==================== design 1
Fig. 1: design 1, metal layers overlaid
Scale bar: 50 um. Two of the layers only.
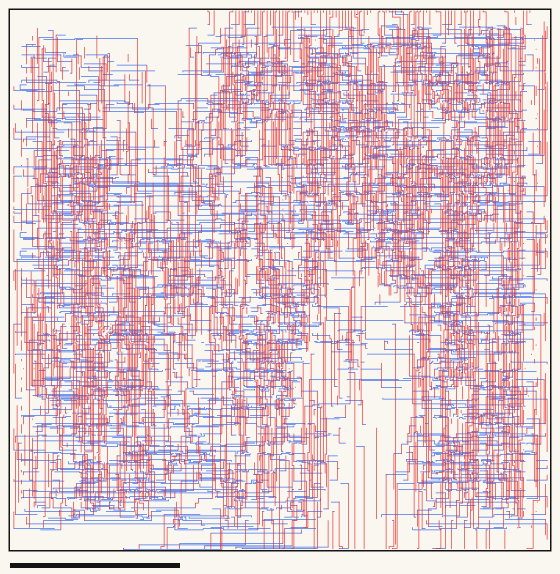

`config.mk`:
```
export PLATFORM = sky130hd
export DESIGN_NAME = placement_readback
export DESIGN_NICKNAME = d
export VERILOG_FILES = /design/src/rtl/placement_pkg.sv /design/src/rtl/grid_index.sv /design/src/rtl/placement_readback.sv
export SDC_FILE = /design/constraint.sdc
export NUM_CORES = 1
export LEC_CHECK = 0
export CORE_MARGIN = 3
export CORE_UTILIZATION = 54
export DETAILED_ROUTE_END_ITERATION = 10
export PLACE_DENSITY = 0.95
export RECOVER_POWER = 25
export SYNTH_ARGS = -nofsm -noshare
export SYNTH_HDL_FRONTEND = slang
export SYNTH_SLANG_ARGS = --single-unit
```
`constraint.sdc`:
```
create_clock -name clk -period 5.04 [get_ports clk]
set_clock_uncertainty 0.2 [all_clocks]
set_input_delay 1.008 -clock clk [delete_from_list [all_inputs] [get_ports clk]]
set_output_delay 1.008 -clock clk [all_outputs]
set_load 0.05 [all_outputs]
```
`src/rtl/placement_pkg.sv`:
```
// placement_pkg: shared widths, grid constants, flag bit positions and readback FSM encoding
package placement_pkg;
   localparam int W         = 32;
   localparam int N         = 9;
   localparam int NUM_NODES = 11;
   localparam logic signed [W-1:0] UNPLACED = -1;
   localparam int FLAG_UNPLACED = 0;
   localparam int FLAG_RANGE    = 1;
   localparam int FLAG_MISMATCH = 2;
   typedef enum logic [2:0] {
      S_IDLE, S_RD_POS, S_CHK_POS, S_RD_GRID, S_CHK_GRID, S_EMIT, S_DONE
   } state_t;
endpackage

```
`src/rtl/grid_index.sv`:
```
// grid_index: combinational x*N+y cell index plus in-range check of a signed position
module grid_index #(
   parameter int N = 9,
   parameter int W = 32
) (
   input  logic signed [W-1:0] i_x,
   input  logic signed [W-1:0] i_y,
   output logic signed [W-1:0] o_idx,
   output logic                o_in_range
);
   localparam logic signed [W-1:0] NS = W'(N);
   assign o_idx      = i_x * NS + i_y;
   assign o_in_range = (i_x >= 0) && (i_x < NS) && (i_y >= 0) && (i_y < NS);
endmodule

```
`src/rtl/placement_readback.sv`:
```
// placement_readback: scans every node, reads back its position, cross-checks the grid and streams one record per node
module placement_readback
   import placement_pkg::*;
(
   input  logic                clk,
   input  logic                reset,
   input  logic                start,
   output logic                busy,
   output logic                done,
   output logic                re_pos,
   output logic [W-1:0]        addr_pos,
   input  logic signed [W-1:0] dout_px,
   input  logic signed [W-1:0] dout_py,
   output logic                re_grid,
   output logic [W-1:0]        addr_grid,
   input  logic [W-1:0]        dout_grid,
   output logic                rec_valid,
   input  logic                rec_ready,
   output logic [W-1:0]        rec_node,
   output logic [W-1:0]        rec_x,
   output logic [W-1:0]        rec_y,
   output logic [2:0]          rec_flags,
   output logic [W-1:0]        err_count,
   output logic [W-1:0]        placed_count
);
   state_t r_state, w_next;
   logic [W-1:0] r_id, r_addr_grid, r_x, r_y, r_err, r_placed;
   logic [2:0]   r_flags;
   logic signed [W-1:0] w_idx;
   logic w_in_range, w_unplaced, w_hs, w_last;

   grid_index #(.N(N), .W(W)) u_idx (
      .i_x(dout_px), .i_y(dout_py), .o_idx(w_idx), .o_in_range(w_in_range)
   );

   assign w_unplaced = (dout_px == UNPLACED) || (dout_py == UNPLACED);
   assign w_hs       = (r_state == S_EMIT) && rec_ready;
   assign w_last     = r_id == W'(NUM_NODES - 1);

   // state register; an asynchronous reset aborts any scan in progress
   always_ff @(posedge clk or negedge reset)
      if (!reset) r_state <= S_IDLE;
      else r_state <= w_next;

   // next-state and strobe/status decode
   always_comb begin
      w_next    = r_state;
      busy      = (r_state != S_IDLE) && (r_state != S_DONE);
      done      = r_state == S_DONE;
      re_pos    = r_state == S_RD_POS;
      re_grid   = r_state == S_RD_GRID;
      rec_valid = r_state == S_EMIT;
      case (r_state)
         S_IDLE:     w_next = start ? S_RD_POS : S_IDLE;
         S_RD_POS:   w_next = S_CHK_POS;
         S_CHK_POS:  w_next = (w_unplaced || !w_in_range) ? S_EMIT : S_RD_GRID;
         S_RD_GRID:  w_next = S_CHK_GRID;
         S_CHK_GRID: w_next = S_EMIT;
         S_EMIT:     w_next = !w_hs ? S_EMIT : w_last ? S_DONE : S_RD_POS;
         S_DONE:     w_next = S_IDLE;
         default:    w_next = S_IDLE;
      endcase
   end

   // datapath: node id, latched position, flags, grid address and counters
   always_ff @(posedge clk or negedge reset)
      if (!reset) begin
         r_id        <= '0;
         r_addr_grid <= '0;
         r_x         <= '0;
         r_y         <= '0;
         r_flags     <= '0;
         r_err       <= '0;
         r_placed    <= '0;
      end else begin
         if (r_state == S_IDLE && start) begin
            r_id     <= '0;
            r_err    <= '0;
            r_placed <= '0;
         end
         if (r_state == S_CHK_POS) begin
            r_x     <= dout_px;
            r_y     <= dout_py;
            r_flags <= w_unplaced ? 3'(1 << FLAG_UNPLACED) : !w_in_range ? 3'(1 << FLAG_RANGE) : 3'b000;
            if (!w_unplaced && w_in_range) r_addr_grid <= w_idx;
         end
         if (r_state == S_CHK_GRID) r_flags <= (dout_grid != r_id) ? 3'(1 << FLAG_MISMATCH) : 3'b000;
         if (w_hs) begin
            if (r_flags[FLAG_RANGE] || r_flags[FLAG_MISMATCH]) r_err <= r_err + W'(1);
            if (r_flags == 3'b000) r_placed <= r_placed + W'(1);
            if (!w_last) r_id <= r_id + W'(1);
         end
      end

   assign addr_pos     = r_id;
   assign addr_grid    = r_addr_grid;
   assign rec_node     = r_id;
   assign rec_x        = r_x;
   assign rec_y        = r_y;
   assign rec_flags    = r_flags;
   assign err_count    = r_err;
   assign placed_count = r_placed;
endmodule

```
==================== design 2
--- src/rtl/mem_bus_arbiter_pkg.sv ---
// Shared constants for the fetch/data memory bus arbiter.
// Latency: n/a (constants only).
// Backpressure: n/a.
package mem_bus_arbiter_pkg;

    // Arbiter sequencing states
    localparam logic [1:0] ARB_IDLE = 2'd0;
    localparam logic [1:0] ARB_REQ  = 2'd1;
    localparam logic [1:0] ARB_RESP = 2'd2;

    // Requester identifiers carried on bus_req_id
    localparam logic ARB_ID_IF  = 1'b0;
    localparam logic ARB_ID_MEM = 1'b1;

    // Default response timeout in cycles spent waiting in RESP
    localparam int ARB_TIMEOUT = 255;

endpackage

--- src/rtl/mem_bus_arbiter_arb_pick.sv ---
// Combinational grant selection between fetch and data requesters.
// Latency: 0 cycles (pure combinational).
// Backpressure: none; the caller qualifies grants with its own idle state.
// Ports: if_vld_i/mem_vld_i requester valids, last_grant_i previous winner,
//        grant_if_o/grant_mem_o one-hot (or zero) grant.
// Build option: MEM_ARB_RR_EN selects round-robin instead of data-first priority.
module arb_pick
    import mem_bus_arbiter_pkg::*;
(
    input  logic if_vld_i,
    input  logic mem_vld_i,
    input  logic last_grant_i,
    output logic grant_if_o,
    output logic grant_mem_o
);

`ifdef MEM_ARB_RR_EN
    // On a collision the side that did not win last time gets the bus.
    assign grant_mem_o = mem_vld_i & (~if_vld_i | (last_grant_i == ARB_ID_IF));
    assign grant_if_o  = if_vld_i & ~grant_mem_o;
`else
    // Data side always wins; previous winner is irrelevant here.
    logic unused_last_grant;
    assign unused_last_grant = last_grant_i;
    assign grant_mem_o = mem_vld_i;
    assign grant_if_o  = if_vld_i & ~mem_vld_i;
`endif

endmodule

--- src/rtl/mem_bus_arbiter.sv ---
// Shares one memory bus port between instruction fetch and data requesters.
// Latency: best case 3 cycles from accept to response pulse (REQ, RESP, pulse).
// Backpressure: requesters see ready only in IDLE; bus_req_ready=0 holds REQ indefinitely,
//               RESP gives up after TIMEOUT_CYC cycles with an error pulse.
// Ports: if_req_*/if_resp_* fetch side, mem_req_*/mem_resp_* data side,
//        bus_req_*/bus_resp_* shared bus; bus_req_id tags the owner (0 fetch, 1 data).
// Build option: MEM_ARB_RR_EN enables round-robin arbitration (last_grant register).
module mem_bus_arbiter
    import mem_bus_arbiter_pkg::*;
#(
    parameter int ADDR_W      = 64,
    parameter int DATA_W      = 64,
    parameter int TIMEOUT_CYC = ARB_TIMEOUT
) (
    input  logic                clk,
    input  logic                rst,
    input  logic                if_req_valid,
    input  logic [ADDR_W-1:0]   if_req_addr,
    output logic                if_req_ready,
    output logic                if_resp_valid,
    output logic [DATA_W-1:0]   if_resp_data,
    output logic                if_resp_err,
    input  logic                mem_req_valid,
    input  logic                mem_req_wen,
    input  logic [ADDR_W-1:0]   mem_req_addr,
    input  logic [DATA_W-1:0]   mem_req_wdata,
    input  logic [DATA_W/8-1:0] mem_req_wmask,
    output logic                mem_req_ready,
    output logic                mem_resp_valid,
    output logic [DATA_W-1:0]   mem_resp_rdata,
    output logic                mem_resp_err,
    output logic                bus_req_valid,
    input  logic                bus_req_ready,
    output logic                bus_req_wen,
    output logic [ADDR_W-1:0]   bus_req_addr,
    output logic [DATA_W-1:0]   bus_req_wdata,
    output logic [DATA_W/8-1:0] bus_req_wmask,
    output logic                bus_req_id,
    input  logic                bus_resp_valid,
    input  logic [DATA_W-1:0]   bus_resp_rdata
);

    localparam int MASK_W = DATA_W / 8;
    localparam int CNT_W  = $clog2(TIMEOUT_CYC + 1);

    logic [1:0]        state_q, state_d;
    logic [CNT_W-1:0]  cnt_q, cnt_d, cnt_inc;
    logic              vld_q, vld_d;
    logic              wen_q, wen_d;
    logic [ADDR_W-1:0] addr_q, addr_d;
    logic [DATA_W-1:0] wdata_q, wdata_d;
    logic [MASK_W-1:0] wmask_q, wmask_d;
    logic              id_q, id_d;
    logic              if_rv_q, if_rv_d, if_err_q, if_err_d;
    logic              mem_rv_q, mem_rv_d, mem_err_q, mem_err_d;
    logic [DATA_W-1:0] if_dat_q, if_dat_d, mem_dat_q, mem_dat_d;
    logic              last_grant;
    logic              grant_if, grant_mem, accept;
    logic              done, done_err;
    logic [DATA_W-1:0] done_dat;

`ifdef MEM_ARB_RR_EN
    logic lg_q, lg_d;
    assign last_grant = lg_q;
`else
    assign last_grant = ARB_ID_IF;
`endif

    arb_pick u_pick (
        .if_vld_i     (if_req_valid),
        .mem_vld_i    (mem_req_valid),
        .last_grant_i (last_grant),
        .grant_if_o   (grant_if),
        .grant_mem_o  (grant_mem)
    );

    // A request can only be taken while idle; reset overrides any accept.
    assign accept        = ~rst & (state_q == ARB_IDLE);
    assign if_req_ready  = accept & grant_if;
    assign mem_req_ready = accept & grant_mem;

    // Saturating increment so the counter can never wrap back to zero.
    assign cnt_inc = (cnt_q == CNT_W'(TIMEOUT_CYC)) ? cnt_q : cnt_q + CNT_W'(1);

    always_comb begin
        state_d   = state_q;
        cnt_d     = cnt_q;
        vld_d     = vld_q;
        wen_d     = wen_q;
        addr_d    = addr_q;
        wdata_d   = wdata_q;
        wmask_d   = wmask_q;
        id_d      = id_q;
        if_dat_d  = if_dat_q;
        mem_dat_d = mem_dat_q;
        done      = 1'b0;
        done_err  = 1'b0;
        done_dat  = '0;
`ifdef MEM_ARB_RR_EN
        lg_d      = lg_q;
`endif
        case (state_q)
            ARB_IDLE: begin
                if (grant_if | grant_mem) begin
                    state_d = ARB_REQ;
                    vld_d   = 1'b1;
                    id_d    = grant_mem ? ARB_ID_MEM : ARB_ID_IF;
                    wen_d   = grant_mem & mem_req_wen;
                    addr_d  = grant_mem ? mem_req_addr : if_req_addr;
                    wdata_d = grant_mem ? mem_req_wdata : '0;
                    wmask_d = grant_mem ? mem_req_wmask : '0;
`ifdef MEM_ARB_RR_EN
                    lg_d    = grant_mem;
`endif
                end
            end
            ARB_REQ: begin
                if (bus_req_ready) begin
                    state_d = ARB_RESP;
                    vld_d   = 1'b0;
                    cnt_d   = '0;
                end
            end
            ARB_RESP: begin
                cnt_d = cnt_inc;
                // A real response in the final allowed cycle still wins over the timeout.
                if (bus_resp_valid) begin
                    done     = 1'b1;
                    done_dat = wen_q ? '0 : bus_resp_rdata;
                end else if (cnt_inc == CNT_W'(TIMEOUT_CYC)) begin
                    done     = 1'b1;
                    done_err = 1'b1;
                end
                if (done) begin
                    state_d = ARB_IDLE;
                end
            end
            default: state_d = ARB_IDLE;
        endcase

        if_rv_d   = done & (id_q == ARB_ID_IF);
        mem_rv_d  = done & (id_q == ARB_ID_MEM);
        if_err_d  = if_rv_d & done_err;
        mem_err_d = mem_rv_d & done_err;
        if (if_rv_d) begin
            if_dat_d = done_dat;
        end
        if (mem_rv_d) begin
            mem_dat_d = done_dat;
        end
    end

    always_ff @(posedge clk) begin
        if (rst) begin
            state_q   <= ARB_IDLE;
            cnt_q     <= '0;
            vld_q     <= 1'b0;
            wen_q     <= 1'b0;
            addr_q    <= '0;
            wdata_q   <= '0;
            wmask_q   <= '0;
            id_q      <= ARB_ID_IF;
            if_rv_q   <= 1'b0;
            if_err_q  <= 1'b0;
            if_dat_q  <= '0;
            mem_rv_q  <= 1'b0;
            mem_err_q <= 1'b0;
            mem_dat_q <= '0;
`ifdef MEM_ARB_RR_EN
            lg_q      <= ARB_ID_IF;
`endif
        end else begin
            state_q   <= state_d;
            cnt_q     <= cnt_d;
            vld_q     <= vld_d;
            wen_q     <= wen_d;
            addr_q    <= addr_d;
            wdata_q   <= wdata_d;
            wmask_q   <= wmask_d;
            id_q      <= id_d;
            if_rv_q   <= if_rv_d;
            if_err_q  <= if_err_d;
            if_dat_q  <= if_dat_d;
            mem_rv_q  <= mem_rv_d;
            mem_err_q <= mem_err_d;
            mem_dat_q <= mem_dat_d;
`ifdef MEM_ARB_RR_EN
            lg_q      <= lg_d;
`endif
        end
    end

    assign bus_req_valid  = vld_q;
    assign bus_req_wen    = wen_q;
    assign bus_req_addr   = addr_q;
    assign bus_req_wdata  = wdata_q;
    assign bus_req_wmask  = wmask_q;
    assign bus_req_id     = id_q;
    assign if_resp_valid  = if_rv_q;
    assign if_resp_err    = if_err_q;
    assign if_resp_data   = if_dat_q;
    assign mem_resp_valid = mem_rv_q;
    assign mem_resp_err   = mem_err_q;
    assign mem_resp_rdata = mem_dat_q;

endmodule
--- config.mk ---
export PLATFORM = sky130hd
export DESIGN_NAME = mem_bus_arbiter
export DESIGN_NICKNAME = d
export VERILOG_FILES = /design/src/rtl/mem_bus_arbiter_pkg.sv /design/src/rtl/mem_bus_arbiter_arb_pick.sv /design/src/rtl/mem_bus_arbiter.sv
export SDC_FILE = /design/constraint.sdc
export NUM_CORES = 1
export LEC_CHECK = 0
export CAP_MARGIN = 30
export CORE_AREA = 3 3 212 214
export CTS_BUF_LIST = sky130_fd_sc_hd__clkbuf_16
export DETAILED_ROUTE_END_ITERATION = 7
export DIE_AREA = 0 0 215 217
export PLACE_DENSITY = 0.55
export SETUP_SLACK_MARGIN = 0.05
export SYNTH_ARGS = -nofsm -noshare
export SYNTH_HDL_FRONTEND = slang
export SYNTH_HIERARCHICAL = 1
export SYNTH_SLANG_ARGS = --single-unit
--- constraint.sdc ---
create_clock -name clk -period 2.3 [get_ports clk]
set_input_delay 0.345 -clock clk [delete_from_list [all_inputs] [get_ports clk]]
set_output_delay 0.345 -clock clk [all_outputs]
set_load 0.03 [all_outputs]
==================== design 3
--- src/rtl/rr_mux_arbiter_pkg.sv ---
// Shared constants and helpers for the round-robin / fixed-priority mux arbiter.
package rr_mux_arbiter_pkg;

    localparam int unsigned MODE_RR    = 0;
    localparam int unsigned MODE_FIXED = 1;

    function automatic int unsigned clog2(input int unsigned value);
        int unsigned result;
        int unsigned rem;
        result = 0;
        rem    = (value > 0) ? value - 1 : 0;
        while (rem > 0) begin
            result = result + 1;
            rem    = rem >> 1;
        end
        return result;
    endfunction

endpackage

--- src/rtl/rr_mux_arbiter_picker.sv ---
// Combinational requester picker: finds the first request at or after a start
// index, wrapping around, by masking a doubled copy of the request vector.
module rr_priority_picker
    import rr_mux_arbiter_pkg::*;
#(
    parameter int unsigned NUM_CH = 8,
    localparam int unsigned CH_W  = clog2(NUM_CH)
) (
    input  logic [NUM_CH-1:0] req,
    input  logic [CH_W-1:0]   last_ch,
    input  logic              mode,
    output logic [NUM_CH-1:0] grant,
    output logic [CH_W-1:0]   grant_idx,
    output logic              any_grant
);

    localparam int unsigned DBL_W = 2 * NUM_CH;

    logic [CH_W-1:0]  start;
    logic [DBL_W-1:0] dbl_req;
    logic [DBL_W-1:0] masked;
    logic             found;
    int unsigned      first_pos;
    int unsigned      idx;

    always_comb begin
        if (mode) begin
            start = '0;
        end else if (last_ch >= CH_W'(NUM_CH - 1)) begin
            start = '0;
        end else begin
            start = last_ch + 1'b1;
        end
    end

    // Upper copy holds every request, so a hit below start in the lower copy
    // is found there after the wrap.
    always_comb begin
        dbl_req = {req, req};
        masked  = dbl_req & ({DBL_W{1'b1}} << start);
    end

    always_comb begin
        found     = 1'b0;
        first_pos = 0;
        for (int unsigned j = 0; j < DBL_W; j++) begin
            if (masked[j] && !found) begin
                found     = 1'b1;
                first_pos = j;
            end
        end
        idx = (first_pos >= NUM_CH) ? first_pos - NUM_CH : first_pos;
    end

    always_comb begin
        any_grant = found;
        grant_idx = CH_W'(idx);
        grant     = '0;
        for (int unsigned i = 0; i < NUM_CH; i++) begin
            grant[i] = found && (idx == i);
        end
    end

endmodule

--- src/rtl/rr_mux_arbiter.sv ---
// NUM_CH-to-1 registered mux with valid/ready on every side; an internal
// arbiter (round-robin or fixed priority) chooses the source channel.
module rr_mux_arbiter
    import rr_mux_arbiter_pkg::*;
#(
    parameter int unsigned NUM_CH = 8,
    parameter int unsigned DATA_W = 8,
    parameter int unsigned MODE   = MODE_RR,
    localparam int unsigned CH_W  = clog2(NUM_CH)
) (
    input  logic                     clk,
    input  logic                     rst,
    input  logic [NUM_CH-1:0]        in_valid,
    input  logic [NUM_CH*DATA_W-1:0] in_data,
    output logic [NUM_CH-1:0]        in_ready,
    output logic                     out_valid,
    output logic [DATA_W-1:0]        out_data,
    output logic [CH_W-1:0]          out_ch,
    input  logic                     out_ready
);

    logic              out_valid_q, out_valid_d;
    logic [DATA_W-1:0] out_data_q, out_data_d;
    logic [CH_W-1:0]   out_ch_q, out_ch_d;
    logic [CH_W-1:0]   last_ch_q, last_ch_d;

    logic [NUM_CH-1:0] grant;
    logic [CH_W-1:0]   grant_idx;
    logic              any_grant;
    logic              load;
    logic              xfer;
    logic [DATA_W-1:0] sel_data;

    rr_priority_picker #(
        .NUM_CH (NUM_CH)
    ) u_picker (
        .req       (in_valid),
        .last_ch   (last_ch_q),
        .mode      (MODE == MODE_FIXED),
        .grant     (grant),
        .grant_idx (grant_idx),
        .any_grant (any_grant)
    );

    always_comb begin
        sel_data = '0;
        for (int unsigned i = 0; i < NUM_CH; i++) begin
            if (grant[i]) begin
                sel_data = in_data[i*DATA_W +: DATA_W];
            end
        end
    end

    // Output slot is free when empty or being drained this cycle.
    assign load     = ~out_valid_q | out_ready;
    assign xfer     = load & any_grant & ~rst;
    assign in_ready = (load && !rst) ? grant : '0;

    always_comb begin
        out_valid_d = out_valid_q;
        out_data_d  = out_data_q;
        out_ch_d    = out_ch_q;
        last_ch_d   = last_ch_q;
        if (xfer) begin
            out_valid_d = 1'b1;
            out_data_d  = sel_data;
            out_ch_d    = grant_idx;
            if (MODE == MODE_RR) begin
                last_ch_d = grant_idx;
            end
        end else if (out_ready) begin
            out_valid_d = 1'b0;
        end
    end

    always_ff @(posedge clk) begin
        if (rst) begin
            out_valid_q <= 1'b0;
            out_data_q  <= '0;
            out_ch_q    <= '0;
            last_ch_q   <= CH_W'(NUM_CH - 1);
        end else begin
            out_valid_q <= out_valid_d;
            out_data_q  <= out_data_d;
            out_ch_q    <= out_ch_d;
            last_ch_q   <= last_ch_d;
        end
    end

    assign out_valid = out_valid_q;
    assign out_data  = out_data_q;
    assign out_ch    = out_ch_q;

endmodule

--- config.mk ---
export PLATFORM = sky130hd
export DESIGN_NAME = rr_mux_arbiter
export DESIGN_NICKNAME = d
export VERILOG_FILES = /design/src/rtl/rr_mux_arbiter_pkg.sv /design/src/rtl/rr_mux_arbiter_picker.sv /design/src/rtl/rr_mux_arbiter.sv
export SDC_FILE = /design/constraint.sdc
export NUM_CORES = 1
export LEC_CHECK = 0
export CORE_UTILIZATION = 36
export DETAILED_ROUTE_END_ITERATION = 8
export GPL_TIMING_DRIVEN = 0
export PLACE_DENSITY = 0.8
export SYNTH_ARGS = -nofsm -noshare
export SYNTH_HDL_FRONTEND = slang
export SYNTH_SLANG_ARGS = --single-unit
--- constraint.sdc ---
create_clock -name clk -period 2.8 [get_ports clk]
set_input_delay 0.7 -clock clk [delete_from_list [all_inputs] [get_ports clk]]
set_output_delay 0.7 -clock clk [all_outputs]
set_load 0.05 [all_outputs]
Fig. 2: design 3, placement view
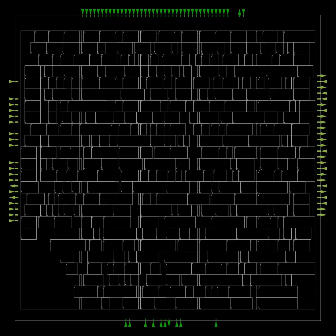
number of core rows: 24
utilization of the core after routing: 80.8%
number of filler cells placed in the layout: 290

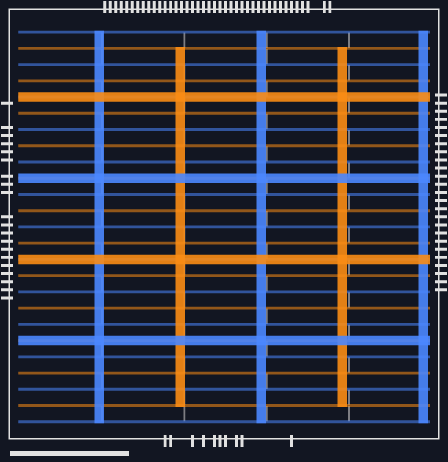
Fig. 3. Supply network (design 3).
Scale bar: 20 um. Pins as bars on the die edge. Tap cells in grey.
| net | colour |
|---|---|
| VSS | blue |
| VDD | orange |
met5 straps: 4
tap cells: 52
met4 straps: 5
maximum ir drop on the vdd rail: 0.193 mV
core area: 4500 um2

==> summary.txt, design 3 <==
Quick summary of the implementation run below.

The flow inserted around 52 tap cells. The switching power came out at 0.748 mW. The register with the most flip-flops in the layout has 8 of them. The die footprint is 5140 um2. The pin count of the biggest net entering global routing is 12.

For this run, global-route usage on met3 was measured as 2.11%. The checks that failed: negative setup slack. The global routing report lists met1 layer usage as 39.8%. Per the CTS log, the maximum H-tree level is 1. The cell total after placement came out at 396. The synthesized net count came out at 330. By count the netlist is led by o21ai_0, inv_1, nor2_1. The number of antenna repair diodes is 0. The critical path startpoint category is a flip-flop.

The smallest setup slack after layout came out at -500 ps. The mean instance size in the synthesized netlist came out at between 6 and 7 um2. The run finished, with violations left. The net switching share of the total power is 46.3%. The count of buffers added by post-CTS timing repair for setup is 21. The kind of end point of the critical path is an output pin. The clock period minus worst slack is 3300 ps. The combinational share of power came out at 71.5%. The path type of the worst setup path is flip-flop to output pin. Grouping stages by cell kind, the critical path spends the most delay in AND-OR/OR-AND gates. Yosys reports that the leading cell type by area covers 17.2% of the netlist area.

The ratio of total power to cell area came out at 444 nW/um2. The sequential fraction of design power came out at 17.4%. The clock passes through at most 2 buffers.

Endpoints with negative setup slack in the final report add up to 11.
design 3: per-layer routing:
metal | vias to the layer above | routed length [um] | share of wire, %
met5 | - | 0 | 0
met4 | 0 | 141 | 1.8
met2 | 152 | 3970 | 49
met1 | 1259 | 3320 | 41
li1 | 1213 | - | -
met3 | 18 | 596 | 7.4
design 3: kinds of logic (layout without fill, tap and decap cells):
| family | count (synthesis) | after routing | synth area share, % |
|---|---|---|---|
| adder cells (fa/ha/maj) | 4 | 4 | 2.86 |
| buffers and inverters | 36 | 164 | 8.58 |
| AND/OR/NAND/NOR | 91 | 91 | 29.0 |
| flip-flops | 15 | 15 | 17.2 |
| AND-OR/OR-AND | 105 | 105 | 42.4 |
design 3: path summary, 6_finish.rpt:
path                             start                        to  slack, ps  depth (start not counted)
max          last_ch_q[1]$_SDFFE_PP1P_               in_ready[2]       -500                         10
min reg2reg   out_data[2]$_SDFFE_PP0P_  out_data[2]$_SDFFE_PP0P_        480                          2
min           out_data[2]$_SDFFE_PP0P_  out_data[2]$_SDFFE_PP0P_        480                          2
max reg2reg  last_ch_q[1]$_SDFFE_PP1P_  out_data[2]$_SDFFE_PP0P_        -50                         13
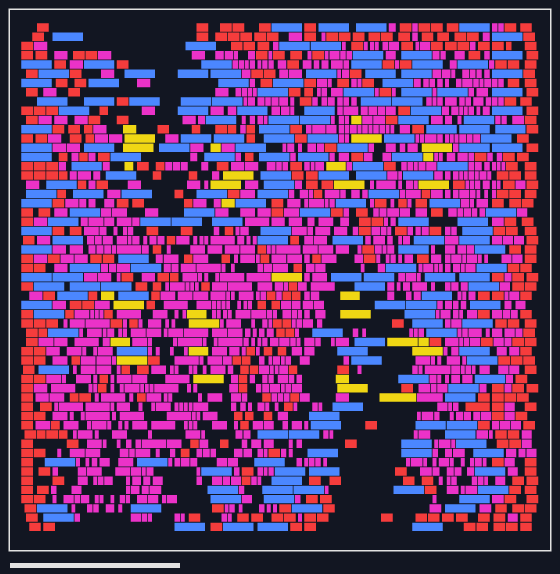
Fig. 4. Cells coloured by class (design 1).
Scale bar: 50 um.
| class | colour | cells | share of their area |
|---|---|---|---|
| remaining buffers and delay cells | red | 414 | 23% |
| clock drivers and dummy loads | yellow | 32 | 3.7% |
| remaining logic cells | magenta | 1,041 | 43% |
| registers | blue | 198 | 29% |

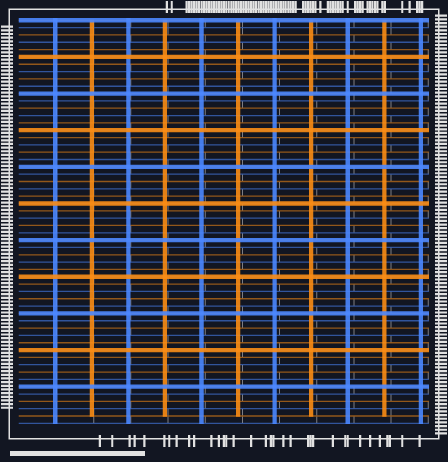
Fig. 5. Supply network (design 1).
Scale bar: 50 um. Pins as bars on the die edge. Tap cells in grey.
| net | colour |
|---|---|
| VSS | blue |
| VDD | orange |
rows: 55
tap cells: 313
signal pins: 332
met1 rails: 56
Vert. Die Dim: 159 um
maximum ir drop on the vdd rail: 0.469 mV
core area: 22,800 um2

About Fig. 1:
| layer | colour | wire length |
|---|---|---|
| M2 | red | 21.4 mm |
| M1 | blue | 15,700 um |
Routed Wire Length: 43,900 um
via total after detailed routing: 11,958
Avg WL per Cell: 22.0 um
All-Layer GR Usage: 34.7%

==> summary.txt, design 1 <==
Quick summary of the implementation run below.

The run finished, with violations left. The checks that failed: max-capacitance violations, max-slew violations. The worst-path maximum fanout is 4.

The number of detailed-route iterations in the first pass came out at 5. The count of cells in the finished layout, fillers not included, comes to 2,001. Traced cell by cell, the critical path runs through clkdlybuf4s50_1 > ha_1 > ha_1 > inv_1 > fa_1 > inv_1 > ha_1 > buf_4 > o21ai_0 > o21bai_1 > o2111ai_1 > nand4_1 > a41oi_1 > a41oi_1 > xnor2_1 > o21ai_0. For this design the top-level I/O count stands at 332. According to the cell report, flip-flops and latches in the layout number 198.

The clock net sink count is 198. The met1 demand-to-capacity share in global routing came out at about two fifths. The post-synthesis instance area came out at 12,600 um2.

The switching power came out at 3.29 mW. After detailed routing, no signal wire sits above met4. In the setup report, the worst path falls into the class input port to flip-flop. The number of pins with negative max-slew slack in the final report is 99. Across the run, the number of max-cap violations was 1. The number of levels in the clock H-tree came out at 4. In the detailed route, the total length drawn on met3 is 3790 um. The final-layout clock buffer total is 17. The most critical hold endpoint after final layout shows a slack of 286 ps. The post-synthesis xor/xnor area fraction came out at 6.11%. The number of synthesized flops with an enable pin came out at 0. The proportion of final cell area spent on non-clock buffers is 22.9%. The non-clock buffer total of the final layout is 414. The largest stage delay on the critical path came out at roughly 540 ps. The most used flip-flop cell after synthesis is dfrtp_1.

The final RePlAce weighted congestion came out at slightly below 1. For this design the static power due to leakage is 7.87 nW. The wire length on met1 is 15,700 um.
==> design 1: cell usage after synthesis, drive strengths merged (2+ instances only) <==
cell	number	area, um2
xor2	60	526
mux2	69	777
o21ai	91	455
nand2	129	499
nand2b	8	50.1
buf	35	258
or3	5	31.3
o311ai	2	17.5
o2111ai	2	17.5
o22ai	2	12.5
o21a	7	52.6
o21bai	2	15.0
a41oi	2	17.5
and2	6	37.5
a21o	8	60.1
a21oi	31	155
xnor2	28	245
a31oi	3	18.8
mux2i	21	210
o31a	2	17.5
nor3	7	51.3
o211ai	19	143
and3	19	119
a211oi	5	37.5
fa	28	561
nor3b	2	15.0
nand4	39	244
o221ai	2	17.5
nand3	82	415
o31ai	10	75.1
dfrtp	198	4950
nor2	58	218
or2	3	18.8
nor4	38	268
inv	134	503
and4	10	95.1
ha	95	1190
clkbuf	31	116
==> design 1: power by group through the flow <==
stage / registers [mW] / logic (mW) / clock network (mW)
floorplan: 3.11 / 1.31 / 0
global placement: 2.15 / 3.59 / 0
detailed placement: 2.18 / 3.65 / 0
CTS: 2.15 / 3.68 / 1.46
global route: 2.19 / 3.90 / 1.52
finish: 2.16 / 3.69 / 1.44
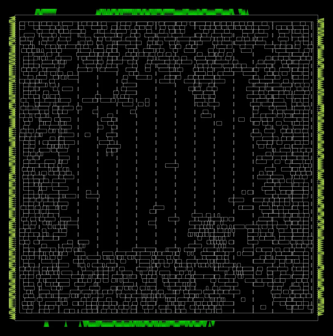
Fig. 6. Placement view (design 2).
Seq/total area: 32.5%
number of core rows: 76

==> summary.txt, design 2 <==
Quick summary of the implementation run below.

The post-place setup slack came out at just over 70 ps. The clock period minus worst slack is 2210 ps. Warnings raised by the tools during the run amount to 30.

The global-route wire length before repair is 57,500 um. In the final layout, excluding clock inverters the inverter count is 1. The pin count of the biggest net entering global routing is roughly 130. The final number of hold-violating endpoints is 0. The placed wire-length estimate after detailed placement came out at between 20,000 and 30,000 um. The flow ran to the end, and the final reports show no timing, DRC or antenna violations. The min-delay analysis places its worst path in the category input port to flip-flop. The number of nets in the synthesized netlist is approximately 1,100.

The number of antenna repair diodes came out at 5. The depth of the worst hold-timing path came out at 2. The violation tally from detailed-route iteration zero is ~490. The number of primary I/O pins came out at between 500 and 600. The cell total after placement came out at between 1,500 and 2,000. Per the cell usage report, the commonest logic cell in the layout is clkdlybuf4s50_1. During tapcell insertion the tool placed 585 well taps. The CTS clock-pin slew for the worst setup and hold paths came out at 60 ps.

The fmax is 453 MHz. The non-clock buffer total of the final layout is 585. STA lists the maximum fanout along the critical path as 16. The kind of end point of the critical path is a flip-flop.
==> design 2: critical path, cell delays in order, from the launching register on <==
cell and delay, ps:
dfxtp_4 370, ha_4 130, nand2_2 50, or3_4 400, a211oi_4 350, buf_4 180
o21ai_4 150, clkbuf_16 240, a32o_1 210
==> design 2: sequential cells by signal, indices dropped and copies added (netlist names), 2 cells and up <==
name,count
cnt_q,8
if_resp_data,64
bus_req_wmask,8
state_q,2
bus_req_wdata,64
bus_req_addr,64
mem_resp_rdata,64
==> design 2: where the power goes <==
part / internal, mW / switching (mW) / total [mW]
clock: 2.87 / 2.06 / 4.93
sequential: 5.13 / 0.142 / 5.27
combinational: 1.18 / 1.29 / 2.47
total: 9.18 / 3.49 / 12.7
==> design 2: metal layers <==
metal | up-vias | global-route usage, % | share of wire [%]
met5 | - | 0 | 0.032
met4 | 2 | 5.38 | 2.6
met3 | 67 | 6.49 | 9.7
met2 | 438 | 27.4 | 50
met1 | 4455 | 17.5 | 38
li1 | 4436 | - | -
==> design 2: timing repair <==
item                       in CTS  in global routing
gates cloned                    0                 10
setup endpoints to repair       4                111
pin swaps                       1                  3
gates resized                   3                  5
buffers inserted                1                  3


==> layout pictures side by side <==
Routed clock nets over the placement.
picture 1
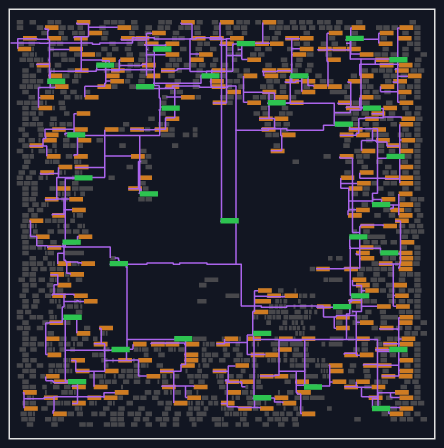
picture 2
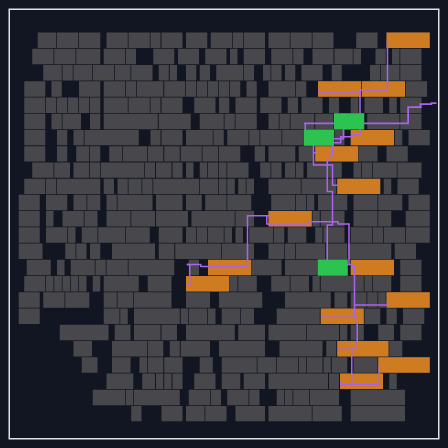
picture 3
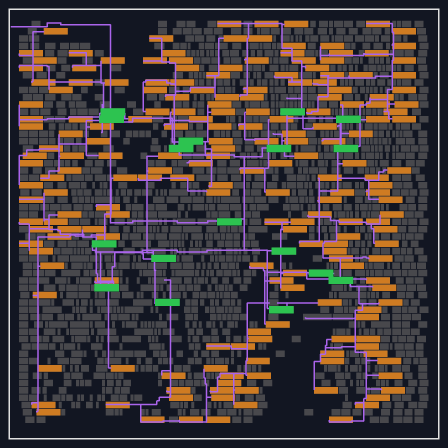
The one with the fewest sequential cells is picture 2.
The one with the most sequential cells is picture 1.
- picture 3 = design 1
- picture 1 = design 2
- picture 2 = design 3

Key to picture 1:
[clock wires] purple | length: 4,000 um
[clock-net drivers] green | count: 34
[flip-flops] orange | count: 281
routed clock nets: 35

Power figures rest on the tool's default switching activity, not on a simulated workload.
